=== design 1 ===
### M1 wires, design 1

The bar under the picture is 20 µm long. Cells faint in the background.
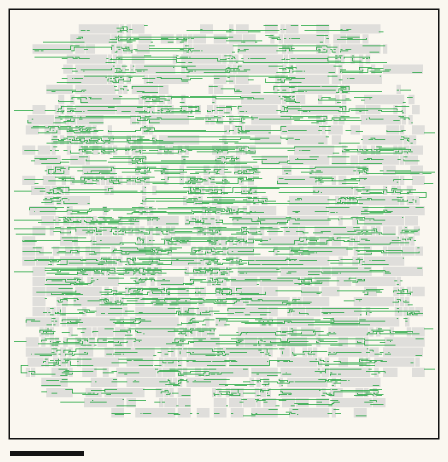

## src/rtl/send_en_pkg.sv

```systemverilog
// send_en_pkg: default sizing constants and the count-width helper shared by send_en and its FIFO
package send_en_pkg;
    localparam int N_DEF = 32;
    localparam int M_DEF = 3;
    localparam int STEP_DEF = 4;
    localparam logic [31:0] RESET_BASE_DEF = 32'd0;
    function automatic int cnt_w(input int m);
        return $clog2(m + 1);
    endfunction
endpackage

```

## src/rtl/send_en_fifo.sv

```systemverilog
// send_en_fifo: synchronous M-entry circular FIFO; flush beats push/pop, head reads 0 when empty
module send_en_fifo
    import send_en_pkg::*;
#(
    parameter int N = N_DEF,
    parameter int M = M_DEF
) (
    input  logic                clk,
    input  logic                rst,
    input  logic                push,
    input  logic                pop,
    input  logic                flush,
    input  logic [N-1:0]        wdata,
    output logic [N-1:0]        rdata,
    output logic [cnt_w(M)-1:0] count
);
    localparam int CW = cnt_w(M);
    localparam int PW = $clog2(M);
    logic [N-1:0] mem [M];
    logic [PW-1:0] head, tail;
    always_ff @(posedge clk)
        if (push && !flush) mem[tail] <= wdata;
    always_ff @(posedge clk) begin
        if (rst || flush) begin
            head <= '0;
            tail <= '0;
            count <= '0;
        end else begin
            if (push) tail <= tail == PW'(M - 1) ? '0 : tail + 1'b1;
            if (pop) head <= head == PW'(M - 1) ? '0 : head + 1'b1;
            count <= count + CW'(push) - CW'(pop);
        end
    end
    assign rdata = count != '0 ? mem[head] : '0;
endmodule

```

## src/rtl/send_en.sv

```systemverilog
// send_en: sequential stream generator with M-deep output buffer and en redirect/flush
// optional SEND_EN_STALL_CNT_EN adds a saturating stall_cnt output
module send_en
    import send_en_pkg::*;
#(
    parameter int M = M_DEF,
    parameter int N = N_DEF,
    parameter int STEP = STEP_DEF,
    parameter logic [N-1:0] RESET_BASE = N'(RESET_BASE_DEF)
) (
    input  logic                clk,
    input  logic                rst,
    input  logic                en,
    input  logic [N-1:0]        data_en,
    input  logic                out_ready,
    output logic                out_valid,
    output logic [N-1:0]        data_t,
    output logic [cnt_w(M)-1:0] count
`ifdef SEND_EN_STALL_CNT_EN
    ,
    output logic [31:0]         stall_cnt
`endif
);
    localparam int CW = cnt_w(M);
    logic [N-1:0] gen;
    logic push, pop;
    assign out_valid = count != '0;
    // a redirect voids any handshake in its cycle
    assign pop = out_valid && out_ready && !en;
    assign push = !en && (count < CW'(M) || pop);
    always_ff @(posedge clk)
        gen <= rst ? RESET_BASE : en ? data_en : push ? gen + N'(STEP) : gen;
    send_en_fifo #(.N(N), .M(M)) u_fifo (
        .clk(clk),
        .rst(rst),
        .push(push),
        .pop(pop),
        .flush(en),
        .wdata(gen),
        .rdata(data_t),
        .count(count)
    );
`ifdef SEND_EN_STALL_CNT_EN
    always_ff @(posedge clk)
        stall_cnt <= rst ? '0 : (out_valid && !out_ready && stall_cnt != '1) ? stall_cnt + 1'b1 : stall_cnt;
`endif
endmodule

```

## config.mk

```make
export PLATFORM = sky130hd
export DESIGN_NAME = send_en
export DESIGN_NICKNAME = d
export VERILOG_FILES = /design/src/rtl/send_en_pkg.sv /design/src/rtl/send_en_fifo.sv /design/src/rtl/send_en.sv
export SDC_FILE = /design/constraint.sdc
export NUM_CORES = 1
export LEC_CHECK = 0
export ABC_AREA = 1
export CORE_MARGIN = 3
export CORE_UTILIZATION = 55
export CTS_BUF_LIST = sky130_fd_sc_hd__clkbuf_4
export CTS_CLUSTER_SIZE = 8
export DETAILED_ROUTE_END_ITERATION = 10
export GPL_TIMING_DRIVEN = 0
export MAX_ROUTING_LAYER = met4
export PLACE_DENSITY_LB_ADDON = 0.25
export SLEW_MARGIN = 30
export SYNTH_ARGS = -nofsm -noshare
export SYNTH_HDL_FRONTEND = slang
export SYNTH_HIERARCHICAL = 1
export SYNTH_SLANG_ARGS = --single-unit
```

## constraint.sdc

```tcl
create_clock -name clk -period 13.28 [get_ports clk]
set_input_delay 3.32 -clock clk [delete_from_list [all_inputs] [get_ports clk]]
set_output_delay 3.32 -clock clk [all_outputs]
set_load 0.02 [all_outputs]
```

=== design 2 ===
==> src/rtl/pipeline_hazard_ctrl.sv <==
// Stall/flush sequencer for the 5-stage MIPS pipeline: derives PC control and
// per-stage enable/flush from stage fields, with sticky halt and event counters.
module pipeline_hazard_ctrl #(
  parameter int LU_CYCLES = 1,
  parameter int CNT_W     = 32
) (
  input  logic             CLK,
  input  logic             RST,
  input  logic             ihit,
  input  logic             dhit,
  input  logic [4:0]       id_rs,
  input  logic [4:0]       id_rt,
  input  logic             id_uses_rt,
  input  logic             ex_MemtoReg,
  input  logic             ex_RegWr,
  input  logic [4:0]       ex_WrDest,
  input  logic             mem_dREN,
  input  logic             mem_dWEN,
  input  logic             mem_beq,
  input  logic             mem_bne,
  input  logic             mem_zero,
  input  logic             mem_jump,
  input  logic             mem_jreg,
  input  logic             wb_Halt,
  output logic             pc_en,
  output logic             pc_redirect,
  output logic             ifid_en,
  output logic             idex_en,
  output logic             exmem_en,
  output logic             memwb_en,
  output logic             ifid_flush,
  output logic             idex_flush,
  output logic             exmem_flush,
  output logic             memwb_flush,
  output logic             halt,
  output logic [CNT_W-1:0] stall_cnt,
  output logic [CNT_W-1:0] flush_cnt
);

  typedef enum logic [1:0] {
    RUN     = 2'd0,
    DWAIT   = 2'd1,
    LUSTALL = 2'd2,
    HALTED  = 2'd3
  } state_t;

  state_t           state_r, state_s;
  logic [2:0]       lu_cnt_r, lu_cnt_s;
  logic             halt_r, halt_set_s, flush_evt_s, stall_evt_s;
  logic             redirect_s, dreq_s, lu_haz_s;
  logic [CNT_W-1:0] stall_cnt_r, flush_cnt_r;

  // Hazard and request decode from the stage fields
  assign redirect_s = (mem_beq & mem_zero) | (mem_bne & ~mem_zero) | mem_jump | mem_jreg;
  assign dreq_s     = mem_dREN | mem_dWEN;
  assign lu_haz_s   = ex_MemtoReg & ex_RegWr & (ex_WrDest != 5'd0) &
                      ((ex_WrDest == id_rs) | (id_uses_rt & (ex_WrDest == id_rt)));

  // Prioritised next-state and enable/flush selection
  always_comb begin
    state_s     = state_r;
    lu_cnt_s    = lu_cnt_r;
    halt_set_s  = 1'b0;
    flush_evt_s = 1'b0;
    pc_en       = 1'b0;
    pc_redirect = 1'b0;
    ifid_en     = 1'b0;
    idex_en     = 1'b0;
    exmem_en    = 1'b0;
    memwb_en    = 1'b0;
    ifid_flush  = 1'b0;
    idex_flush  = 1'b0;
    exmem_flush = 1'b0;
    memwb_flush = 1'b0;
    if (state_r == HALTED) begin
      state_s = HALTED;
    end else if (wb_Halt) begin
      state_s    = HALTED;
      halt_set_s = 1'b1;
    end else if ((state_r == DWAIT) || ((state_r == RUN) && dreq_s && !dhit)) begin
      if ((state_r == DWAIT) && dhit) begin
        pc_en    = 1'b1;
        ifid_en  = 1'b1;
        idex_en  = 1'b1;
        exmem_en = 1'b1;
        memwb_en = 1'b1;
        // A load-use pair released by the data access gets the full bubble count
        if (lu_haz_s) begin
          state_s  = LUSTALL;
          lu_cnt_s = 3'(LU_CYCLES);
        end else begin
          state_s = RUN;
        end
      end else begin
        memwb_en    = 1'b1;
        memwb_flush = 1'b1;
        state_s     = DWAIT;
      end
    end else if (redirect_s) begin
      pc_en       = 1'b1;
      pc_redirect = 1'b1;
      ifid_en     = 1'b1;
      idex_en     = 1'b1;
      exmem_en    = 1'b1;
      memwb_en    = 1'b1;
      ifid_flush  = 1'b1;
      idex_flush  = 1'b1;
      exmem_flush = 1'b1;
      flush_evt_s = 1'b1;
      lu_cnt_s    = 3'd0;
      state_s     = RUN;
    end else if ((state_r == LUSTALL) || lu_haz_s) begin
      idex_en    = 1'b1;
      idex_flush = 1'b1;
      exmem_en   = 1'b1;
      memwb_en   = 1'b1;
      if (state_r == LUSTALL) begin
        if (lu_cnt_r > 3'd1) begin
          lu_cnt_s = lu_cnt_r - 3'd1;
          state_s  = LUSTALL;
        end else begin
          lu_cnt_s = 3'd0;
          state_s  = RUN;
        end
      end else begin
        lu_cnt_s = 3'(LU_CYCLES - 1);
        state_s  = (LU_CYCLES > 1) ? LUSTALL : RUN;
      end
    end else if (!ihit) begin
      ifid_en    = 1'b1;
      ifid_flush = 1'b1;
      idex_en    = 1'b1;
      exmem_en   = 1'b1;
      memwb_en   = 1'b1;
      state_s    = RUN;
    end else begin
      pc_en    = 1'b1;
      ifid_en  = 1'b1;
      idex_en  = 1'b1;
      exmem_en = 1'b1;
      memwb_en = 1'b1;
      state_s  = RUN;
    end
  end

  assign stall_evt_s = !pc_en && (state_r != HALTED);

  // State, sticky halt and saturating event counters
  always_ff @(posedge CLK) begin
    if (RST) begin
      state_r     <= RUN;
      lu_cnt_r    <= 3'd0;
      halt_r      <= 1'b0;
      stall_cnt_r <= '0;
      flush_cnt_r <= '0;
    end else begin
      state_r  <= state_s;
      lu_cnt_r <= lu_cnt_s;
      halt_r   <= halt_r | halt_set_s;
      if (stall_evt_s && (stall_cnt_r != {CNT_W{1'b1}})) begin
        stall_cnt_r <= stall_cnt_r + CNT_W'(1);
      end
      if (flush_evt_s && (flush_cnt_r != {CNT_W{1'b1}})) begin
        flush_cnt_r <= flush_cnt_r + CNT_W'(1);
      end
    end
  end

  assign halt      = halt_r;
  assign stall_cnt = stall_cnt_r;
  assign flush_cnt = flush_cnt_r;

endmodule

==> config.mk <==
export PLATFORM = sky130hd
export DESIGN_NAME = pipeline_hazard_ctrl
export DESIGN_NICKNAME = d
export VERILOG_FILES = /design/src/rtl/pipeline_hazard_ctrl.sv
export SDC_FILE = /design/constraint.sdc
export NUM_CORES = 1
export LEC_CHECK = 0
export ABC_AREA = 1
export CORE_ASPECT_RATIO = 0.7
export CORE_MARGIN = 3
export CORE_UTILIZATION = 52
export CTS_BUF_LIST = sky130_fd_sc_hd__clkbuf_2 sky130_fd_sc_hd__clkbuf_4 sky130_fd_sc_hd__clkbuf_8
export DETAILED_ROUTE_END_ITERATION = 8
export PLACE_DENSITY_LB_ADDON = 0.08
export SLEW_MARGIN = 15
export SYNTH_ARGS = -nofsm -noshare
export SYNTH_HDL_FRONTEND = slang
export SYNTH_SLANG_ARGS = --single-unit
==> constraint.sdc <==
create_clock -name CLK -period 3.2 [get_ports CLK]
set_input_delay 0.96 -clock CLK [delete_from_list [all_inputs] [get_ports CLK]]
set_output_delay 0.96 -clock CLK [all_outputs]
set_load 0.05 [all_outputs]
=== design 3 ===
File: src/rtl/rr_arbiter_1hot_8.sv
// Eight-way round-robin arbiter with a one-hot grant and a bounded hold time.
// When other requesters are waiting, the current owner is preempted after MAX_HOLD cycles.
module rr_arbiter_1hot_8 #(
    parameter int MAX_HOLD = 8
) (
    input  logic       clk,
    input  logic       reset,
    input  logic [7:0] req,
    input  logic       en,
    output logic [7:0] gnt,
    output logic [2:0] gnt_idx,
    output logic       gnt_valid
);

    localparam int            HW       = $clog2(MAX_HOLD + 1);
    localparam logic [HW-1:0] HOLD_MAX = HW'(MAX_HOLD);
    localparam logic [HW-1:0] HOLD_ONE = HW'(1);

    typedef enum logic {IDLE, GRANT} state_t;

    state_t        state;
    logic [2:0]    ptr;
    logic [HW-1:0] hold_cnt;

    logic [7:0]    cand;
    logic          win_found;
    logic [2:0]    win_idx;

    // The owner's own bit is masked out. A releasing owner has already dropped
    // its bit, so one mask serves the IDLE, release and preempt cases.
    always_comb begin
        // NOTE: every output gets a default first so that no latch is inferred.
        cand      = req & ~gnt;
        win_found = 1'b0;
        win_idx   = ptr;
        // The scan runs from farthest to nearest, so the nearest hit is written last.
        for (int k = 7; k >= 0; k--) begin
            if (cand[ptr + 3'(k)]) begin
                win_found = 1'b1;
                win_idx   = ptr + 3'(k);
            end
        end
    end

    // NOTE: sequential state uses non-blocking assignments only.
    always_ff @(posedge clk or posedge reset) begin
        if (reset) begin
            // NOTE: the reset is asynchronous, so the outputs clear without waiting for a clock edge.
            state     <= IDLE;
            gnt       <= 8'h00;
            gnt_idx   <= 3'd0;
            gnt_valid <= 1'b0;
            ptr       <= 3'd0;
            hold_cnt  <= '0;
        end else begin
            case (state)
                IDLE: begin
                    if (en && win_found) begin
                        state     <= GRANT;
                        gnt       <= 8'b1 << win_idx;
                        gnt_idx   <= win_idx;
                        gnt_valid <= 1'b1;
                        hold_cnt  <= HOLD_ONE;
                        ptr       <= win_idx + 3'd1;
                    end
                end
                GRANT: begin
                    if (!req[gnt_idx] || (hold_cnt == HOLD_MAX && en && win_found)) begin
                        if (en && win_found) begin
                            gnt       <= 8'b1 << win_idx;
                            gnt_idx   <= win_idx;
                            hold_cnt  <= HOLD_ONE;
                            ptr       <= win_idx + 3'd1;
                        end else begin
                            state     <= IDLE;
                            gnt       <= 8'h00;
                            gnt_valid <= 1'b0;
                            hold_cnt  <= '0;
                        end
                    end else if (hold_cnt != HOLD_MAX) begin
                        hold_cnt <= hold_cnt + HOLD_ONE;
                    end
                end
                default: state <= IDLE;
            endcase
        end
    end

endmodule
File: config.mk
export PLATFORM = sky130hd
export DESIGN_NAME = rr_arbiter_1hot_8
export DESIGN_NICKNAME = d
export VERILOG_FILES = /design/src/rtl/rr_arbiter_1hot_8.sv
export SDC_FILE = /design/constraint.sdc
export NUM_CORES = 1
export LEC_CHECK = 0
export ABC_AREA = 1
export CORE_MARGIN = 2
export CORE_UTILIZATION = 51
export DETAILED_ROUTE_END_ITERATION = 7
export PLACE_DENSITY = 0.77
export REMOVE_ABC_BUFFERS = 1
export SYNTH_ARGS = -nofsm -noshare
export SYNTH_HDL_FRONTEND = slang
export SYNTH_SLANG_ARGS = --single-unit
File: constraint.sdc
create_clock -name clk -period 2.7 [get_ports clk]
set_input_delay 0.54 -clock clk [delete_from_list [all_inputs] [get_ports clk]]
set_output_delay 0.54 -clock clk [all_outputs]
set_load 0.02 [all_outputs]
=== design 4 ===
## config.mk

```make
export PLATFORM = sky130hd
export DESIGN_NAME = mc_controller
export DESIGN_NICKNAME = d
export VERILOG_FILES = /design/src/rtl/mc_pkg.sv /design/src/rtl/alu_decoder.sv /design/src/rtl/mc_controller.sv
export SDC_FILE = /design/constraint.sdc
export NUM_CORES = 1
export LEC_CHECK = 0
export CAP_MARGIN = 20
export CORE_ASPECT_RATIO = 1.2
export CORE_MARGIN = 2
export CORE_UTILIZATION = 25
export CTS_BUF_LIST = sky130_fd_sc_hd__clkbuf_8
export DETAILED_ROUTE_END_ITERATION = 16
export PLACE_DENSITY = 0.48
export SETUP_SLACK_MARGIN = 0.3
export SLEW_MARGIN = 30
export SYNTH_ARGS = -nofsm -noshare
export SYNTH_HDL_FRONTEND = slang
export SYNTH_SLANG_ARGS = --single-unit
```

## constraint.sdc

```tcl
create_clock -name clk -period 3.1 [get_ports clk]
set_clock_uncertainty 0.1 [all_clocks]
set_input_delay 0.31 -clock clk [delete_from_list [all_inputs] [get_ports clk]]
set_output_delay 0.31 -clock clk [all_outputs]
set_load 0.02 [all_outputs]
```

## src/rtl/mc_pkg.sv

```systemverilog
// mc_pkg: opcodes, funct codes, state encodings, ALU codes and per-state control decode for mc_controller.
package mc_pkg;
  localparam logic [5:0] OP_RTYPE = 6'b000000;
  localparam logic [5:0] OP_LW    = 6'b100011;
  localparam logic [5:0] OP_SW    = 6'b101011;
  localparam logic [5:0] OP_BEQ   = 6'b000100;
  localparam logic [5:0] OP_ADDI  = 6'b001000;
  localparam logic [5:0] OP_J     = 6'b000010;
  localparam logic [5:0] F_ADD = 6'b100000;
  localparam logic [5:0] F_SUB = 6'b100010;
  localparam logic [5:0] F_AND = 6'b100100;
  localparam logic [5:0] F_OR  = 6'b100101;
  localparam logic [5:0] F_SLT = 6'b101010;
  localparam logic [2:0] ALU_ADD = 3'b010;
  localparam logic [2:0] ALU_SUB = 3'b110;
  localparam logic [2:0] ALU_AND = 3'b000;
  localparam logic [2:0] ALU_OR  = 3'b001;
  localparam logic [2:0] ALU_SLT = 3'b111;
  typedef enum logic [3:0] {
    FETCH = 4'd0, DECODE = 4'd1, MEMADR = 4'd2, MEMRD = 4'd3, MEMWB = 4'd4, MEMWR = 4'd5,
    EXEC = 4'd6, ALUWB = 4'd7, BRANCH = 4'd8, ADDIEX = 4'd9, ADDIWB = 4'd10, JUMP = 4'd11
  } state_t;
  typedef struct packed {
    logic       iord;
    logic       memwrite;
    logic       irwrite;
    logic       regdst;
    logic       memtoreg;
    logic       regwrite;
    logic       alusrca;
    logic [1:0] alusrcb;
    logic [1:0] aluop;
    logic [1:0] pcsrc;
    logic       pcwrite;
    logic       branch;
  } ctrl_t;
  function automatic ctrl_t decode(state_t s);
    ctrl_t c;
    c = '0;
    case (s)
      FETCH: begin c.irwrite = 1'b1; c.alusrcb = 2'b01; c.pcwrite = 1'b1; end
      DECODE: c.alusrcb = 2'b11;
      MEMADR, ADDIEX: begin c.alusrca = 1'b1; c.alusrcb = 2'b10; end
      MEMRD: c.iord = 1'b1;
      MEMWR: begin c.iord = 1'b1; c.memwrite = 1'b1; end
      MEMWB: begin c.memtoreg = 1'b1; c.regwrite = 1'b1; end
      EXEC: begin c.alusrca = 1'b1; c.aluop = 2'b10; end
      ALUWB: begin c.regdst = 1'b1; c.regwrite = 1'b1; end
      BRANCH: begin c.alusrca = 1'b1; c.aluop = 2'b01; c.pcsrc = 2'b01; c.branch = 1'b1; end
      ADDIWB: c.regwrite = 1'b1;
      JUMP: begin c.pcsrc = 2'b10; c.pcwrite = 1'b1; end
      default: c = '0;
    endcase
    return c;
  endfunction
endpackage

```

## src/rtl/alu_decoder.sv

```systemverilog
// alu_decoder: maps ALUOp and Funct to the ALU control code.
module alu_decoder
  import mc_pkg::*;
(
  input  logic [1:0] aluop,
  input  logic [5:0] funct,
  output logic [2:0] alu_control
);
  always_comb
    alu_control = aluop == 2'b01 ? ALU_SUB :
                  aluop != 2'b10 ? ALU_ADD :
                  funct == F_SUB ? ALU_SUB :
                  funct == F_AND ? ALU_AND :
                  funct == F_OR  ? ALU_OR  :
                  funct == F_SLT ? ALU_SLT : ALU_ADD;
endmodule

```

## src/rtl/mc_controller.sv

```systemverilog
// mc_controller: multicycle MIPS Moore control FSM with registered per-state controls.
module mc_controller
  import mc_pkg::*;
(
  input  logic       clk,
  input  logic       rst_n,
  input  logic [5:0] Op,
  input  logic [5:0] Funct,
  input  logic       Zero,
  output logic       IorD,
  output logic       MemWrite,
  output logic       IRWrite,
  output logic       RegDst,
  output logic       MemtoReg,
  output logic       RegWrite,
  output logic       ALUSrcA,
  output logic [1:0] ALUSrcB,
  output logic [2:0] ALUControl,
  output logic [1:0] PCSrc,
  output logic       PCEn,
  output logic [3:0] State
);
  state_t state, nxt;
  ctrl_t ctl;
  always_comb begin
    nxt = FETCH;
    case (state)
      FETCH: nxt = DECODE;
      DECODE: nxt = (Op == OP_LW || Op == OP_SW) ? MEMADR :
                    Op == OP_RTYPE ? EXEC :
                    Op == OP_BEQ   ? BRANCH :
                    Op == OP_ADDI  ? ADDIEX :
                    Op == OP_J     ? JUMP : FETCH;
      MEMADR: nxt = Op == OP_SW ? MEMWR : MEMRD;
      MEMRD: nxt = MEMWB;
      EXEC: nxt = ALUWB;
      ADDIEX: nxt = ADDIWB;
      default: nxt = FETCH;
    endcase
  end
  // controls are decoded from the next state so they change together with State
  always_ff @(posedge clk)
    if (!rst_n) begin
      state <= FETCH;
      ctl <= decode(FETCH);
    end else begin
      state <= nxt;
      ctl <= decode(nxt);
    end
  alu_decoder u_dec (
    .aluop(ctl.aluop),
    .funct(Funct),
    .alu_control(ALUControl)
  );
  assign IorD = ctl.iord;
  assign MemWrite = ctl.memwrite;
  assign IRWrite = ctl.irwrite;
  assign RegDst = ctl.regdst;
  assign MemtoReg = ctl.memtoreg;
  assign RegWrite = ctl.regwrite;
  assign ALUSrcA = ctl.alusrca;
  assign ALUSrcB = ctl.alusrcb;
  assign PCSrc = ctl.pcsrc;
  assign PCEn = ctl.pcwrite | (ctl.branch & Zero);
  assign State = state;
endmodule

```

### Routing congestion, design 3

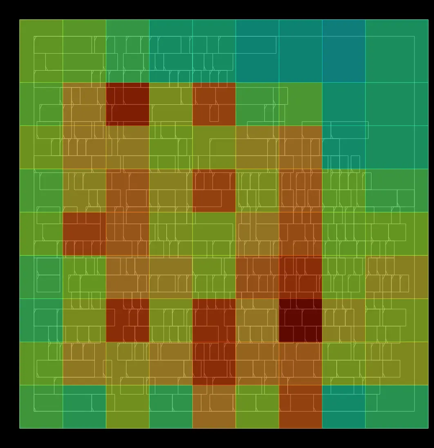
layer with the highest usage: met2
met3 usage: 0.0240
DR WL/cell: 13.4 µm
total track usage: 0.251

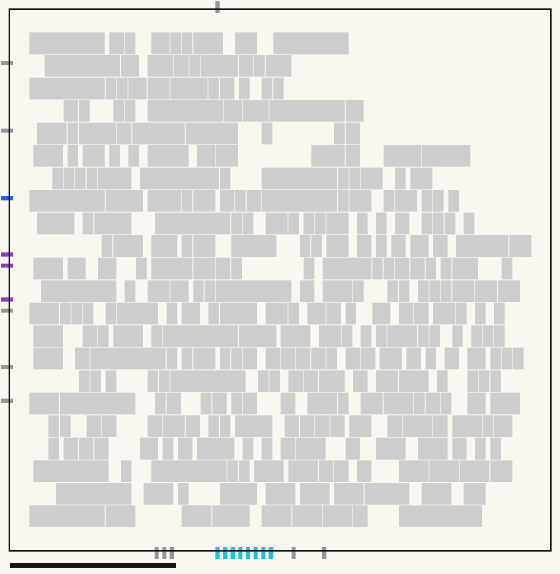
*Pin map, design 3*
The bar under the picture is 20 µm long. Pins as bars across the die edge, other pins in gray.
legend:
  `gnt_idx`:
    color: purple
    pins: 3
    direction: output
    edge: left
  `req`:
    color: cyan
    pins: 8
    direction: input
    edge: bottom
  `reset`:
    color: blue
    pins: 1
    direction: input
    edge: left
all pins by edge: 13 bottom, 9 left, 1 top
IO Port Bufs: 22
Die W: 65.2 µm
Die H: 65.2 µm

==> flow_summary.json, design 3 <==
{
  "top_logic_kind": "simple AND/OR/NAND/NOR gates",
  "vias": 2002,
  "fin_crit_ps": 2550,
  "fp_util": 0.526,
  "top_register": "gnt",
  "final_common_cell": "nand2_1",
  "yosys_area_um2": 1910,
  "drive_gt1_frac": 0.272,
  "yosysTopAreaCellShare": 0.262,
  "drc": 0,
  "dieArea_um2": 4250,
  "cp-start-kind": "primary input",
  "worstHoldStart": "gnt_valid$_DFFE_PP0P_",
  "dr_wl_met3_um": 183,
  "hold_viol_final": 0,
  "status": "finished clean",
  "r2r_end": "ptr[2]$_DFFE_PP0P_",
  "logic_gate_count": 210,
  "cp.depth": 17,
  "ios": 23,
  "top_regs": "gnt: 8 flops, hold_cnt: 4 flops",
  "max_cap_viol_count": 0,
  "slew_headroom": 0.485,
  "ant_nets": 0,
  "syn_area_per_cell_um2": 6.83,
  "warnings": 31,
  "grt_pass1_wl_mm": 8.38,
  "wl_met2_mm": 2.48,
  "top_cell": "nand2_1",
  "crit_path_start": "req[6]",
  "grt_max_degree": 21,
  "htreeDepth": 1
}
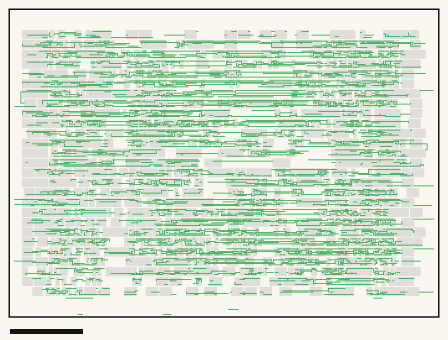
*M1 wires, design 2*
The bar under the picture is 20 µm long. Cells faint in the background.
longest straight run: 36.8 µm
share of all routed wire: 46%
GR Layer Usage met1: 0.431
Vias: 5365
drt total wl: 14.9 mm

==> flow_summary.json, design 2 <==
{
  "compound_area_frac": 0.0938,
  "preCtsSetupSlack_ps": -316,
  "crit_buf_inv": 3,
  "syn_inst": 709,
  "logic_gate_count": 556,
  "ys_sh_mux": 0,
  "met2_usage": 0.417,
  "slowest_delay_ps": 220,
  "min_period_over_period": 0.988,
  "status": "finished clean",
  "htreeDepth": 3,
  "critPathKind": "primary input to primary output",
  "cts.sinks": 70,
  "buffers": 133,
  "hold_ws_ps": 499,
  "numPortBuffers": 104
}
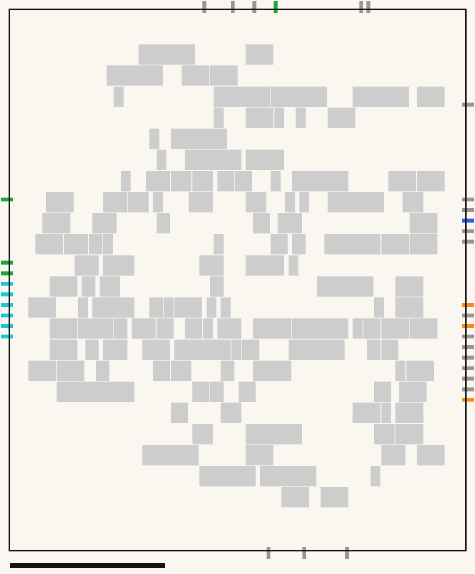
*Pin map, design 4*
The bar under the picture is 20 µm long. Pins as bars across the die edge, other pins in gray.
legend:
  `PCEn`:
    color: blue
    pins: 1
    direction: output
    edge: right
  `Op`:
    color: cyan
    pins: 6
    direction: input
    edge: left
  `State`:
    color: green
    pins: 4
    direction: output
    edge: 3 left, 1 top
  `ALUControl`:
    color: orange
    pins: 3
    direction: output
    edge: right
all pins by edge: 16 right, 9 left, 6 top, 3 bottom
IO Port Bufs: 33
Die H: 69.7 µm

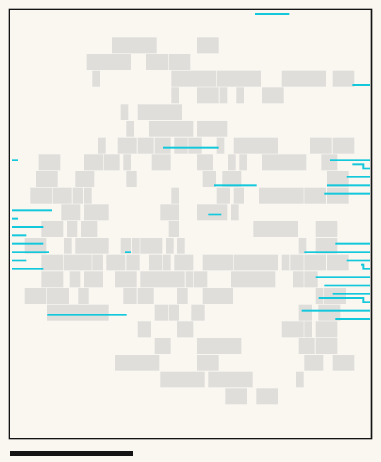
*The metal 3 layer, design 4*
The bar under the picture is 20 µm long. Cells faint in the background.
nets with wire on the layer: 29
share of all routed wire: 7.5%
met3 usage: 0.0187
Vias: 834
drt total wl: 2.18 mm

==> flow_summary.json, design 4 <==
{
  "slew_headroom": 0.698,
  "r2r_slack_ps": 710,
  "max_cap_viol_count": 0,
  "logic_gate_count": 71,
  "status": "complete, but fails checks",
  "fin_nets": 150,
  "instances_no_fill": 171,
  "crit_buf_inv": 0,
  "grt-busiest-layer": "met2",
  "yosysTopAreaCellShare": 0.401,
  "drive_gt1_frac": 0.0970,
  "whs_path_depth": 3,
  "worst_slack_ps": 706,
  "max_slew.worst_pin.slew_ps": 449,
  "syn_area_per_cell_um2": 8.89,
  "grt_max_degree": 11,
  "top_cell": "dfxtp_1",
  "critPathRequiredTime_ps": 3180,
  "violations": "design-rule violations",
  "drc": 3,
  "tritoncts": "done",
  "buffers": 35,
  "core_area_um2": 3400,
  "yosysSeqAreaShare": 0.401,
  "cts_setup_buffers": 0,
  "min_period_over_period": 0.772,
  "fin_crit_ps": 2390,
  "ant_nets": 0,
  "dp_hpwl_mm": 1.72,
  "use_met1": 0.127
}
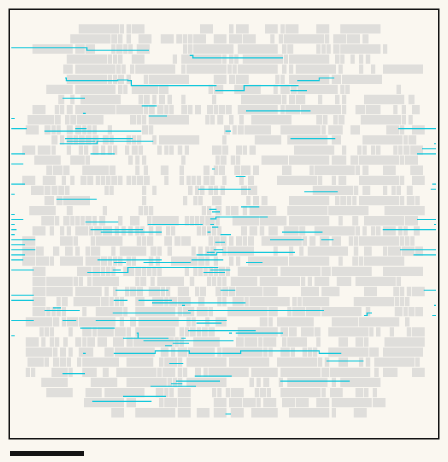
*The metal 3 layer, design 1*
The bar under the picture is 20 µm long. Cells faint in the background.
share of all routed wire: 6.6%
longest straight run: 36.3 µm
wire length on this layer: 1080 µm
met3 usage: 0.0579
drt total wl: 16.5 mm

About 'M1 wires' of design 1:
share of all routed wire: 43%
longest straight run: 41.9 µm
wire length on this layer: 7060 µm
GR Layer Usage met1: 0.344
Vias: 5402

==> flow_summary.json, design 1 <==
{
  "track_usage": 0.275,
  "ys_sh_simple": 0.280,
  "cts-buffers-inserted": 17,
  "slew_headroom": 0.483,
  "antennaDiodeCount": 0,
  "crit_buf_inv": 8,
  "die_y_um": 115,
  "clock_area_frac": 0.0336,
  "wl_met2_mm": 7.95,
  "status": "finished clean",
  "area.share.combinational": 0.294,
  "r2r_start": "u_fifo/count[1]$_SDFF_PP0_",
  "dr_wl_met3_mm": 1.08,
  "grt_pass1_vias": 5334,
  "dieArea_um2": 13300,
  "ys_types": 36,
  "overflow": 0,
  "dp_hpwl_mm": 12.0,
  "routabilityCongestion": 0.929,
  "synthArstFlopShare": 0,
  "r2r_end": "u_fifo/mem[2][23]$_DFFE_PP_",
  "ff2ff_path_depth": 9,
  "edf_count": 96,
  "ff_count": 136,
  "inverters_excl_clock": 91,
  "fin_nets": 887,
  "highest_layer": "met4",
  "grt_antenna_before_repair": 0,
  "seq_share": 0.469
}

=== design 5 ===
### The metal 3 layer, design 5

The bar under the picture is 50 µm long. Cells faint in the background.
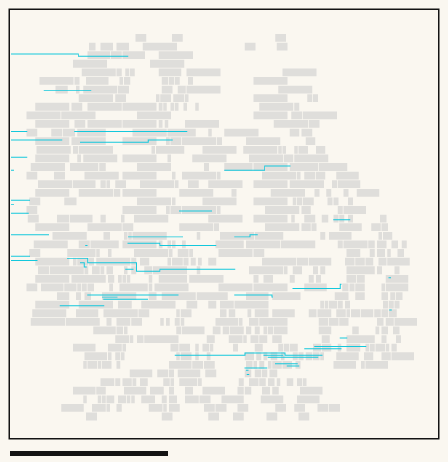

<file path="src/rtl/wave_sequencer_pkg.sv">
// Shared types and constants for the waveform schedule sequencer.
package wave_sequencer_pkg;

   typedef enum logic [1:0] {
      ST_IDLE  = 2'd0,
      ST_AMP   = 2'd1,
      ST_PHASE = 2'd2,
      ST_RUN   = 2'd3
   } seq_state_t;

   // Byte offsets of the fields inside one 4-byte schedule entry
   localparam int unsigned OFF_WAVE        = 0;
   localparam int unsigned OFF_AMP         = 1;
   localparam int unsigned OFF_PHASE       = 2;
   localparam int unsigned OFF_DWELL       = 3;
   localparam int unsigned BYTES_PER_ENTRY = 4;

   localparam int unsigned DATA_W  = 8;
   localparam int unsigned DWELL_W = 8;

   // One decoded schedule entry as seen on the table read port
   typedef struct packed {
      logic [1:0]         waveform;
      logic [DATA_W-1:0]  amplitude;
      logic [DATA_W-1:0]  phase;
      logic [DWELL_W-1:0] dwell;
   } entry_t;

endpackage

</file>
<file path="src/rtl/wave_sequencer_table.sv">
// Byte-addressed schedule table with wrapping write pointer and entry count.
module wave_sequencer_table
   import wave_sequencer_pkg::*;
#(
   parameter int unsigned ENTRIES = 4
) (
   input  logic                        clk_i,
   input  logic                        rst_i,
   input  logic [DATA_W-1:0]           cfg_data_i,
   input  logic                        cfg_valid_strobe_i,
   input  logic                        cfg_clear_i,
   input  logic                        lock_i,
   input  logic [$clog2(ENTRIES)-1:0]  rd_idx_i,
   output entry_t                      rd_entry_o,
   output logic [$clog2(ENTRIES):0]    num_entries_o
);

   localparam int unsigned IDX_W = $clog2(ENTRIES);
   localparam int unsigned PTR_W = $clog2(BYTES_PER_ENTRY * ENTRIES);
   localparam int unsigned CNT_W = IDX_W + 1;

   logic [DATA_W-1:0] mem [BYTES_PER_ENTRY * ENTRIES];
   logic [PTR_W-1:0]  wr_ptr;
   logic              wr_en_c;

   // Writes are ignored while the sequencer is playing; clear beats a write
   assign wr_en_c = !lock_i && !cfg_clear_i && cfg_valid_strobe_i;

   // Write pointer and saturating entry count
   always_ff @(posedge clk_i) begin
      if (rst_i) begin
         wr_ptr        <= '0;
         num_entries_o <= '0;
      end else if (!lock_i && cfg_clear_i) begin
         wr_ptr        <= '0;
         num_entries_o <= '0;
      end else if (wr_en_c) begin
         wr_ptr <= wr_ptr + PTR_W'(1);
         if (wr_ptr[1:0] == 2'(OFF_DWELL) && num_entries_o != CNT_W'(ENTRIES)) begin
            num_entries_o <= num_entries_o + CNT_W'(1);
         end
      end
   end

   // Table storage; contents are don't-care after reset
   always_ff @(posedge clk_i) begin
      if (!rst_i && wr_en_c) begin
         mem[wr_ptr] <= cfg_data_i;
      end
   end

   // Read port by entry index
   assign rd_entry_o.waveform  = 2'(mem[{rd_idx_i, 2'(OFF_WAVE)}]);
   assign rd_entry_o.amplitude = mem[{rd_idx_i, 2'(OFF_AMP)}];
   assign rd_entry_o.phase     = mem[{rd_idx_i, 2'(OFF_PHASE)}];
   assign rd_entry_o.dwell     = mem[{rd_idx_i, 2'(OFF_DWELL)}];

endmodule

</file>
<file path="src/rtl/wave_sequencer.sv">
// Plays a programmed schedule into wave_generator: amplitude, phase, then dwell.
module wave_sequencer
   import wave_sequencer_pkg::*;
#(
   parameter int unsigned ENTRIES = 4
) (
   input  logic                        clk_i,
   input  logic                        rst_i,
   input  logic [7:0]                  cfg_data_i,
   input  logic                        cfg_valid_strobe_i,
   input  logic                        cfg_clear_i,
   input  logic                        run_i,
   input  logic                        loop_i,
   input  logic                        sample_strobe_i,
   output logic                        enable_o,
   output logic [1:0]                  waveform_o,
   output logic                        set_amplitude_strobe_o,
   output logic                        set_phase_strobe_o,
   output logic [7:0]                  data_o,
   output logic [$clog2(ENTRIES)-1:0]  entry_o,
   output logic                        busy_o,
   output logic                        done_strobe_o
);

   localparam int unsigned IDX_W = $clog2(ENTRIES);
   localparam int unsigned CNT_W = IDX_W + 1;

   seq_state_t         state;
   entry_t             rd_entry;
   logic [CNT_W-1:0]   num_entries;
   logic [IDX_W-1:0]   rd_idx;
   logic [DWELL_W-1:0] sample_cnt;
   logic [DWELL_W-1:0] dwell_r;
   logic               last_entry_c;

   wave_sequencer_table #(.ENTRIES(ENTRIES)) u_table (
      .clk_i              (clk_i),
      .rst_i              (rst_i),
      .cfg_data_i         (cfg_data_i),
      .cfg_valid_strobe_i (cfg_valid_strobe_i),
      .cfg_clear_i        (cfg_clear_i),
      .lock_i             (busy_o),
      .rd_idx_i           (rd_idx),
      .rd_entry_o         (rd_entry),
      .num_entries_o      (num_entries)
   );

   assign last_entry_c = (CNT_W'(entry_o) + CNT_W'(1)) >= num_entries;

   // Read index: the entry the next AMP will load (IDLE/RUN), else the active one
   always_comb begin
      rd_idx = entry_o;
      case (state)
         ST_IDLE: rd_idx = '0;
         ST_RUN:  rd_idx = last_entry_c ? '0 : entry_o + IDX_W'(1);
         default: rd_idx = entry_o;
      endcase
   end

   // Sequencer FSM, sample counter and registered outputs
   always_ff @(posedge clk_i) begin
      if (rst_i) begin
         state                  <= ST_IDLE;
         entry_o                <= '0;
         sample_cnt             <= '0;
         dwell_r                <= '0;
         enable_o               <= 1'b0;
         waveform_o             <= '0;
         set_amplitude_strobe_o <= 1'b0;
         set_phase_strobe_o     <= 1'b0;
         data_o                 <= '0;
         busy_o                 <= 1'b0;
         done_strobe_o          <= 1'b0;
      end else begin
         set_amplitude_strobe_o <= 1'b0;
         set_phase_strobe_o     <= 1'b0;
         data_o                 <= '0;
         done_strobe_o          <= 1'b0;
         if (state != ST_IDLE && !run_i) begin
            state      <= ST_IDLE;
            enable_o   <= 1'b0;
            waveform_o <= '0;
            busy_o     <= 1'b0;
         end else begin
            case (state)
               ST_IDLE: begin
                  if (run_i && num_entries != '0) begin
                     state                  <= ST_AMP;
                     entry_o                <= '0;
                     busy_o                 <= 1'b1;
                     waveform_o             <= rd_entry.waveform;
                     set_amplitude_strobe_o <= 1'b1;
                     data_o                 <= rd_entry.amplitude;
                  end
               end
               ST_AMP: begin
                  state              <= ST_PHASE;
                  set_phase_strobe_o <= 1'b1;
                  data_o             <= rd_entry.phase;
               end
               ST_PHASE: begin
                  state      <= ST_RUN;
                  sample_cnt <= '0;
                  dwell_r    <= rd_entry.dwell;
                  enable_o   <= 1'b1;
               end
               ST_RUN: begin
                  if (sample_strobe_i) begin
                     // dwell 0 wraps to 255 here, giving 256 samples
                     if (sample_cnt == dwell_r - DWELL_W'(1)) begin
                        if (!last_entry_c || loop_i) begin
                           state                  <= ST_AMP;
                           entry_o                <= rd_idx;
                           enable_o               <= 1'b0;
                           waveform_o             <= rd_entry.waveform;
                           set_amplitude_strobe_o <= 1'b1;
                           data_o                 <= rd_entry.amplitude;
                        end else begin
                           state         <= ST_IDLE;
                           enable_o      <= 1'b0;
                           waveform_o    <= '0;
                           busy_o        <= 1'b0;
                           done_strobe_o <= 1'b1;
                        end
                     end else begin
                        sample_cnt <= sample_cnt + DWELL_W'(1);
                     end
                  end
               end
               default: state <= ST_IDLE;
            endcase
         end
      end
   end

endmodule

</file>
<file path="config.mk">
export PLATFORM = sky130hd
export DESIGN_NAME = wave_sequencer
export DESIGN_NICKNAME = d
export VERILOG_FILES = /design/src/rtl/wave_sequencer_pkg.sv /design/src/rtl/wave_sequencer_table.sv /design/src/rtl/wave_sequencer.sv
export SDC_FILE = /design/constraint.sdc
export NUM_CORES = 1
export LEC_CHECK = 0
export CAP_MARGIN = 20
export CORE_MARGIN = 5
export CORE_UTILIZATION = 40
export DETAILED_ROUTE_END_ITERATION = 10
export GPL_TIMING_DRIVEN = 1
export PLACE_DENSITY_LB_ADDON = 0.2
export SLEW_MARGIN = 30
export SYNTH_ARGS = -nofsm -noshare
export SYNTH_HDL_FRONTEND = slang
export SYNTH_SLANG_ARGS = --single-unit
export TNS_END_PERCENT = 1
</file>
<file path="constraint.sdc">
create_clock -name clk_i -period 4.35 [get_ports clk_i]
set_input_delay 0.87 -clock clk_i [delete_from_list [all_inputs] [get_ports clk_i]]
set_output_delay 0.87 -clock clk_i [all_outputs]
set_load 0.05 [all_outputs]
</file>
=== design 6 ===
[config.mk]
export PLATFORM = sky130hd
export DESIGN_NAME = nibble_serial_subtractor
export DESIGN_NICKNAME = d
export VERILOG_FILES = /design/src/rtl/nibble_serial_subtractor.sv
export SDC_FILE = /design/constraint.sdc
export NUM_CORES = 1
export LEC_CHECK = 0
export CAP_MARGIN = 30
export CORE_AREA = 2 2 76 78
export CTS_BUF_LIST = sky130_fd_sc_hd__clkbuf_8
export CTS_CLUSTER_SIZE = 16
export DETAILED_ROUTE_END_ITERATION = 8
export DIE_AREA = 0 0 78 80
export HOLD_SLACK_MARGIN = 0.1
export PLACE_DENSITY = 0.76
export SYNTH_ARGS = -nofsm -noshare
export SYNTH_HDL_FRONTEND = slang
export SYNTH_SLANG_ARGS = --single-unit
[constraint.sdc]
create_clock -name clk -period 2.5 [get_ports clk]
set_input_delay 0.25 -clock clk [delete_from_list [all_inputs] [get_ports clk]]
set_output_delay 0.25 -clock clk [all_outputs]
set_load 0.03 [all_outputs]
[src/rtl/nibble_serial_subtractor.sv]
`default_nettype none
// ============================================================================
// Module      : nibble_serial_subtractor
// Description : Multi-cycle WIDTH-bit subtractor computing a - b - bin one
//               SLICE-bit slice per clock (LSB slice first) with a chained
//               borrow, valid/ready handshakes and borrow/zero/ovf flags.
// Revision    : 1.0 - initial release
// ============================================================================
module nibble_serial_subtractor #(
    parameter int WIDTH = 16,
    parameter int SLICE = 4
) (
    input  logic             clk,
    input  logic             rst,
    input  logic             in_valid,
    output logic             in_ready,
    input  logic [WIDTH-1:0] a,
    input  logic [WIDTH-1:0] b,
    input  logic             bin,
    output logic             out_valid,
    input  logic             out_ready,
    output logic [WIDTH-1:0] diff,
    output logic             bout,
    output logic             zero,
    output logic             ovf,
    output logic             busy
);

    localparam int NSLICE = WIDTH / SLICE;
    localparam int CW     = (NSLICE > 1) ? $clog2(NSLICE) : 1;
    localparam logic [CW-1:0] c_LAST = CW'(NSLICE - 1);

    typedef enum logic [1:0] {
        S_IDLE = 2'd0,
        S_RUN  = 2'd1,
        S_DONE = 2'd2
    } state_t;

    state_t r_state;
    state_t w_state_next;

    // Work registers: operands shift right one slice per RUN edge so the
    // current slice is always in the low bits; the result fills from the top.
    logic [WIDTH-1:0] r_a;
    logic [WIDTH-1:0] r_b;
    logic [WIDTH-1:0] r_res;
    logic             r_borrow;
    logic [CW-1:0]    r_cnt;

    logic [WIDTH-1:0] r_diff;
    logic             r_bout;
    logic             r_zero;
    logic             r_ovf;

    logic             w_accept;
    logic             w_last;
    logic [SLICE-1:0] w_a_s;
    logic [SLICE-1:0] w_b_s;
    logic [SLICE:0]   w_sum_ext;
    logic [SLICE-1:0] w_sum;
    logic             w_borrow_next;
    logic [WIDTH-1:0] w_res_next;

    assign in_ready  = (r_state == S_IDLE);
    assign out_valid = (r_state == S_DONE);
    assign busy      = (r_state != S_IDLE);
    assign diff      = r_diff;
    assign bout      = r_bout;
    assign zero      = r_zero;
    assign ovf       = r_ovf;

    assign w_accept = in_valid && in_ready;
    assign w_last   = (r_cnt == c_LAST);

    // Slice subtract as an add: a_s + ~b_s + ~borrow; a missing carry means borrow.
    assign w_a_s         = r_a[SLICE-1:0];
    assign w_b_s         = r_b[SLICE-1:0];
    assign w_sum_ext     = {1'b0, w_a_s} + {1'b0, ~w_b_s} + {{SLICE{1'b0}}, ~r_borrow};
    assign w_sum         = w_sum_ext[SLICE-1:0];
    assign w_borrow_next = ~w_sum_ext[SLICE];

    generate
        if (NSLICE == 1) begin : g_res_single
            assign w_res_next = w_sum;
        end else begin : g_res_multi
            assign w_res_next = {w_sum, r_res[WIDTH-1:SLICE]};
        end
    endgenerate

    // State register.
    always_ff @(posedge clk) begin
        if (rst) begin
            r_state <= S_IDLE;
        end else begin
            r_state <= w_state_next;
        end
    end

    // Next-state decode.
    always_comb begin
        w_state_next = r_state;
        case (r_state)
            S_IDLE: if (w_accept) w_state_next = S_RUN;
            S_RUN:  if (w_last)   w_state_next = S_DONE;
            S_DONE: if (out_ready) w_state_next = S_IDLE;
            default: w_state_next = S_IDLE;
        endcase
    end

    // Datapath: operand capture, per-slice processing and result publication.
    always_ff @(posedge clk) begin
        if (rst) begin
            r_a      <= '0;
            r_b      <= '0;
            r_res    <= '0;
            r_borrow <= 1'b0;
            r_cnt    <= '0;
            r_diff   <= '0;
            r_bout   <= 1'b0;
            r_zero   <= 1'b0;
            r_ovf    <= 1'b0;
        end else begin
            if (r_state == S_IDLE && w_accept) begin
                r_a      <= a;
                r_b      <= b;
                r_borrow <= bin;
                r_cnt    <= '0;
            end else if (r_state == S_RUN) begin
                r_a      <= r_a >> SLICE;
                r_b      <= r_b >> SLICE;
                r_res    <= w_res_next;
                r_borrow <= w_borrow_next;
                r_cnt    <= r_cnt + 1'b1;
                // On the top slice the low operand bits hold the original MSBs.
                if (w_last) begin
                    r_diff <= w_res_next;
                    r_bout <= w_borrow_next;
                    r_zero <= (w_res_next == '0);
                    r_ovf  <= (w_a_s[SLICE-1] != w_b_s[SLICE-1]) &&
                              (w_sum[SLICE-1] != w_a_s[SLICE-1]);
                end
            end
        end
    end

endmodule
`default_nettype wire

### Routing congestion, design 6

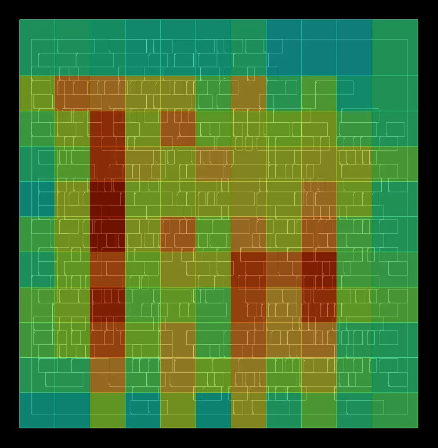
total track usage: 0.204
met3 usage: 0.0407

==> flow_summary.json, design 6 <==
{
  "status": "finished clean",
  "cts-root-buf": "clkbuf_8",
  "cp-end-kind": "primary output",
  "power_uw": 2330,
  "finalInstanceArea_um2": 3500,
  "ys_ff": 68,
  "yosys_area_um2": 2710,
  "buffer_area_frac": 0.175,
  "post_cts_resized": 0,
  "max_cap_viol_count": 0,
  "r2r_end": "zero$_SDFFE_PP0P_",
  "synthTopCellsByCount": "83 x nand2_1, 68 x dfxtp_1, 61 x a21oi_1",
  "tritoncts": "done",
  "synthArstFlopShare": 0,
  "final_util": 0.648,
  "crit_buf_inv": 1,
  "dominant_cells": "flip-flops and latches",
  "fp_util": 0.502,
  "crit_path_start": "r_state[1]$_SDFFE_PP0P_",
  "r2r_slack_ps": 570,
  "slew_headroom": 0.559,
  "p_int_uw": 1720,
  "rows": 27,
  "grt_pass1_wl_mm": 9.80,
  "syn_inst": 322,
  "fp_nets": 365
}
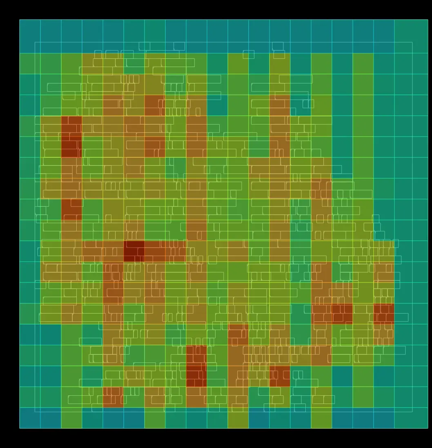
*Routing congestion, design 5*
total track usage: 0.148
layer with the highest usage: met2

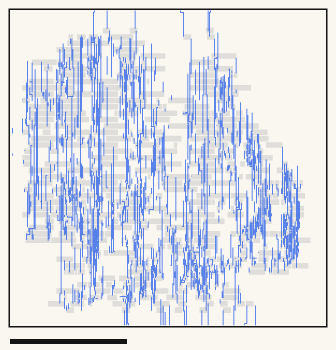
*The metal 2 layer, design 5*
The bar under the picture is 50 µm long. Cells faint in the background.
main direction: vertical
longest straight run: 59.8 µm
nets with wire on the layer: 490
share of all routed wire: 50%
Vias: 4043
drt total wl: 12.8 mm
Global Route met2 Usage: 0.244

## Picture notes: 'The metal 3 layer' of design 5
longest straight run: 35.4 µm
nets with wire on the layer: 31
main direction: horizontal
share of all routed wire: 4.2%
wire length on this layer: 542 µm
met3 usage: 0.0383

==> flow_summary.json, design 5 <==
{
  "core_area_um2": 15300,
  "seq_share": 0.532,
  "antennaDiodeCount": 0,
  "taps": 211,
  "fin_tns_setup_ps": 0,
  "yosys.area.top_type": "edfxtp_1",
  "post_dp_cell_area_um2": 6820,
  "yosysTopAreaCellShare": 0.497,
  "grt_pass1_vias": 4052,
  "buffers": 42,
  "p_comb_uw": 129,
  "preCtsSetupSlack_ps": 1230,
  "fp_nets": 546,
  "status": "finished clean",
  "cts.sinks": 146,
  "yosysSeqAreaShare": 0.631,
  "hold_viol_final": 0,
  "top_cell": "edfxtp_1"
}

==> layout pictures side by side <==
M1 wires.
panel A
The bar under the picture is 50 µm long. Cells faint in the background.
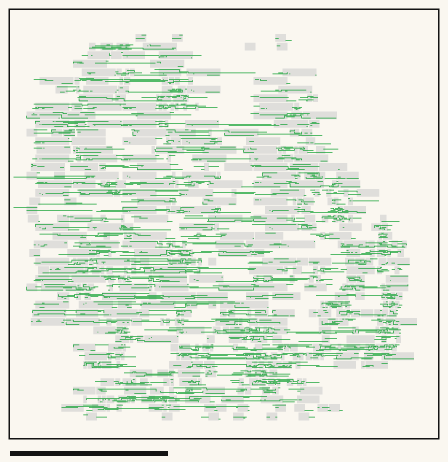
panel B
The bar under the picture is 20 µm long. Cells faint in the background.
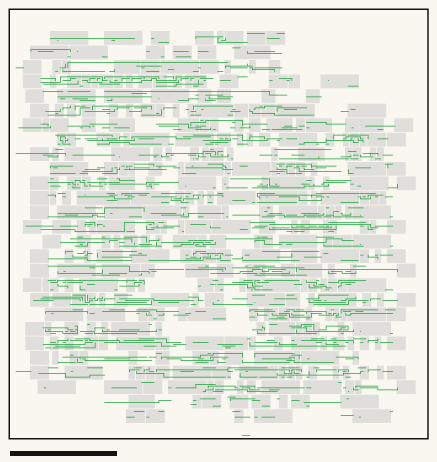
Of these, largest die: panel A
Panel B is design 6.
Panel A is design 5.



==> gallery <==
Metal 4.
The bar under the picture is 20 µm long.
(a)
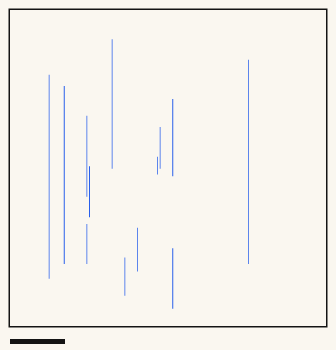
(b)
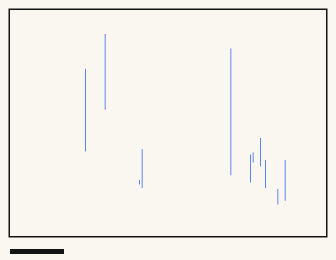
(c)
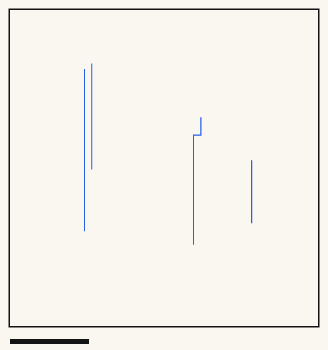
(b) -> design 2
(c) -> design 6
(a) -> design 1
Of these, smallest die: (c)

Key to (b):
share of all routed wire: 1.2%
main direction: vertical
nets with wire on the layer: 10
longest straight run: 46.9 µm
wire length on this layer: 175 µm

Power and IR drop assume default switching activity.
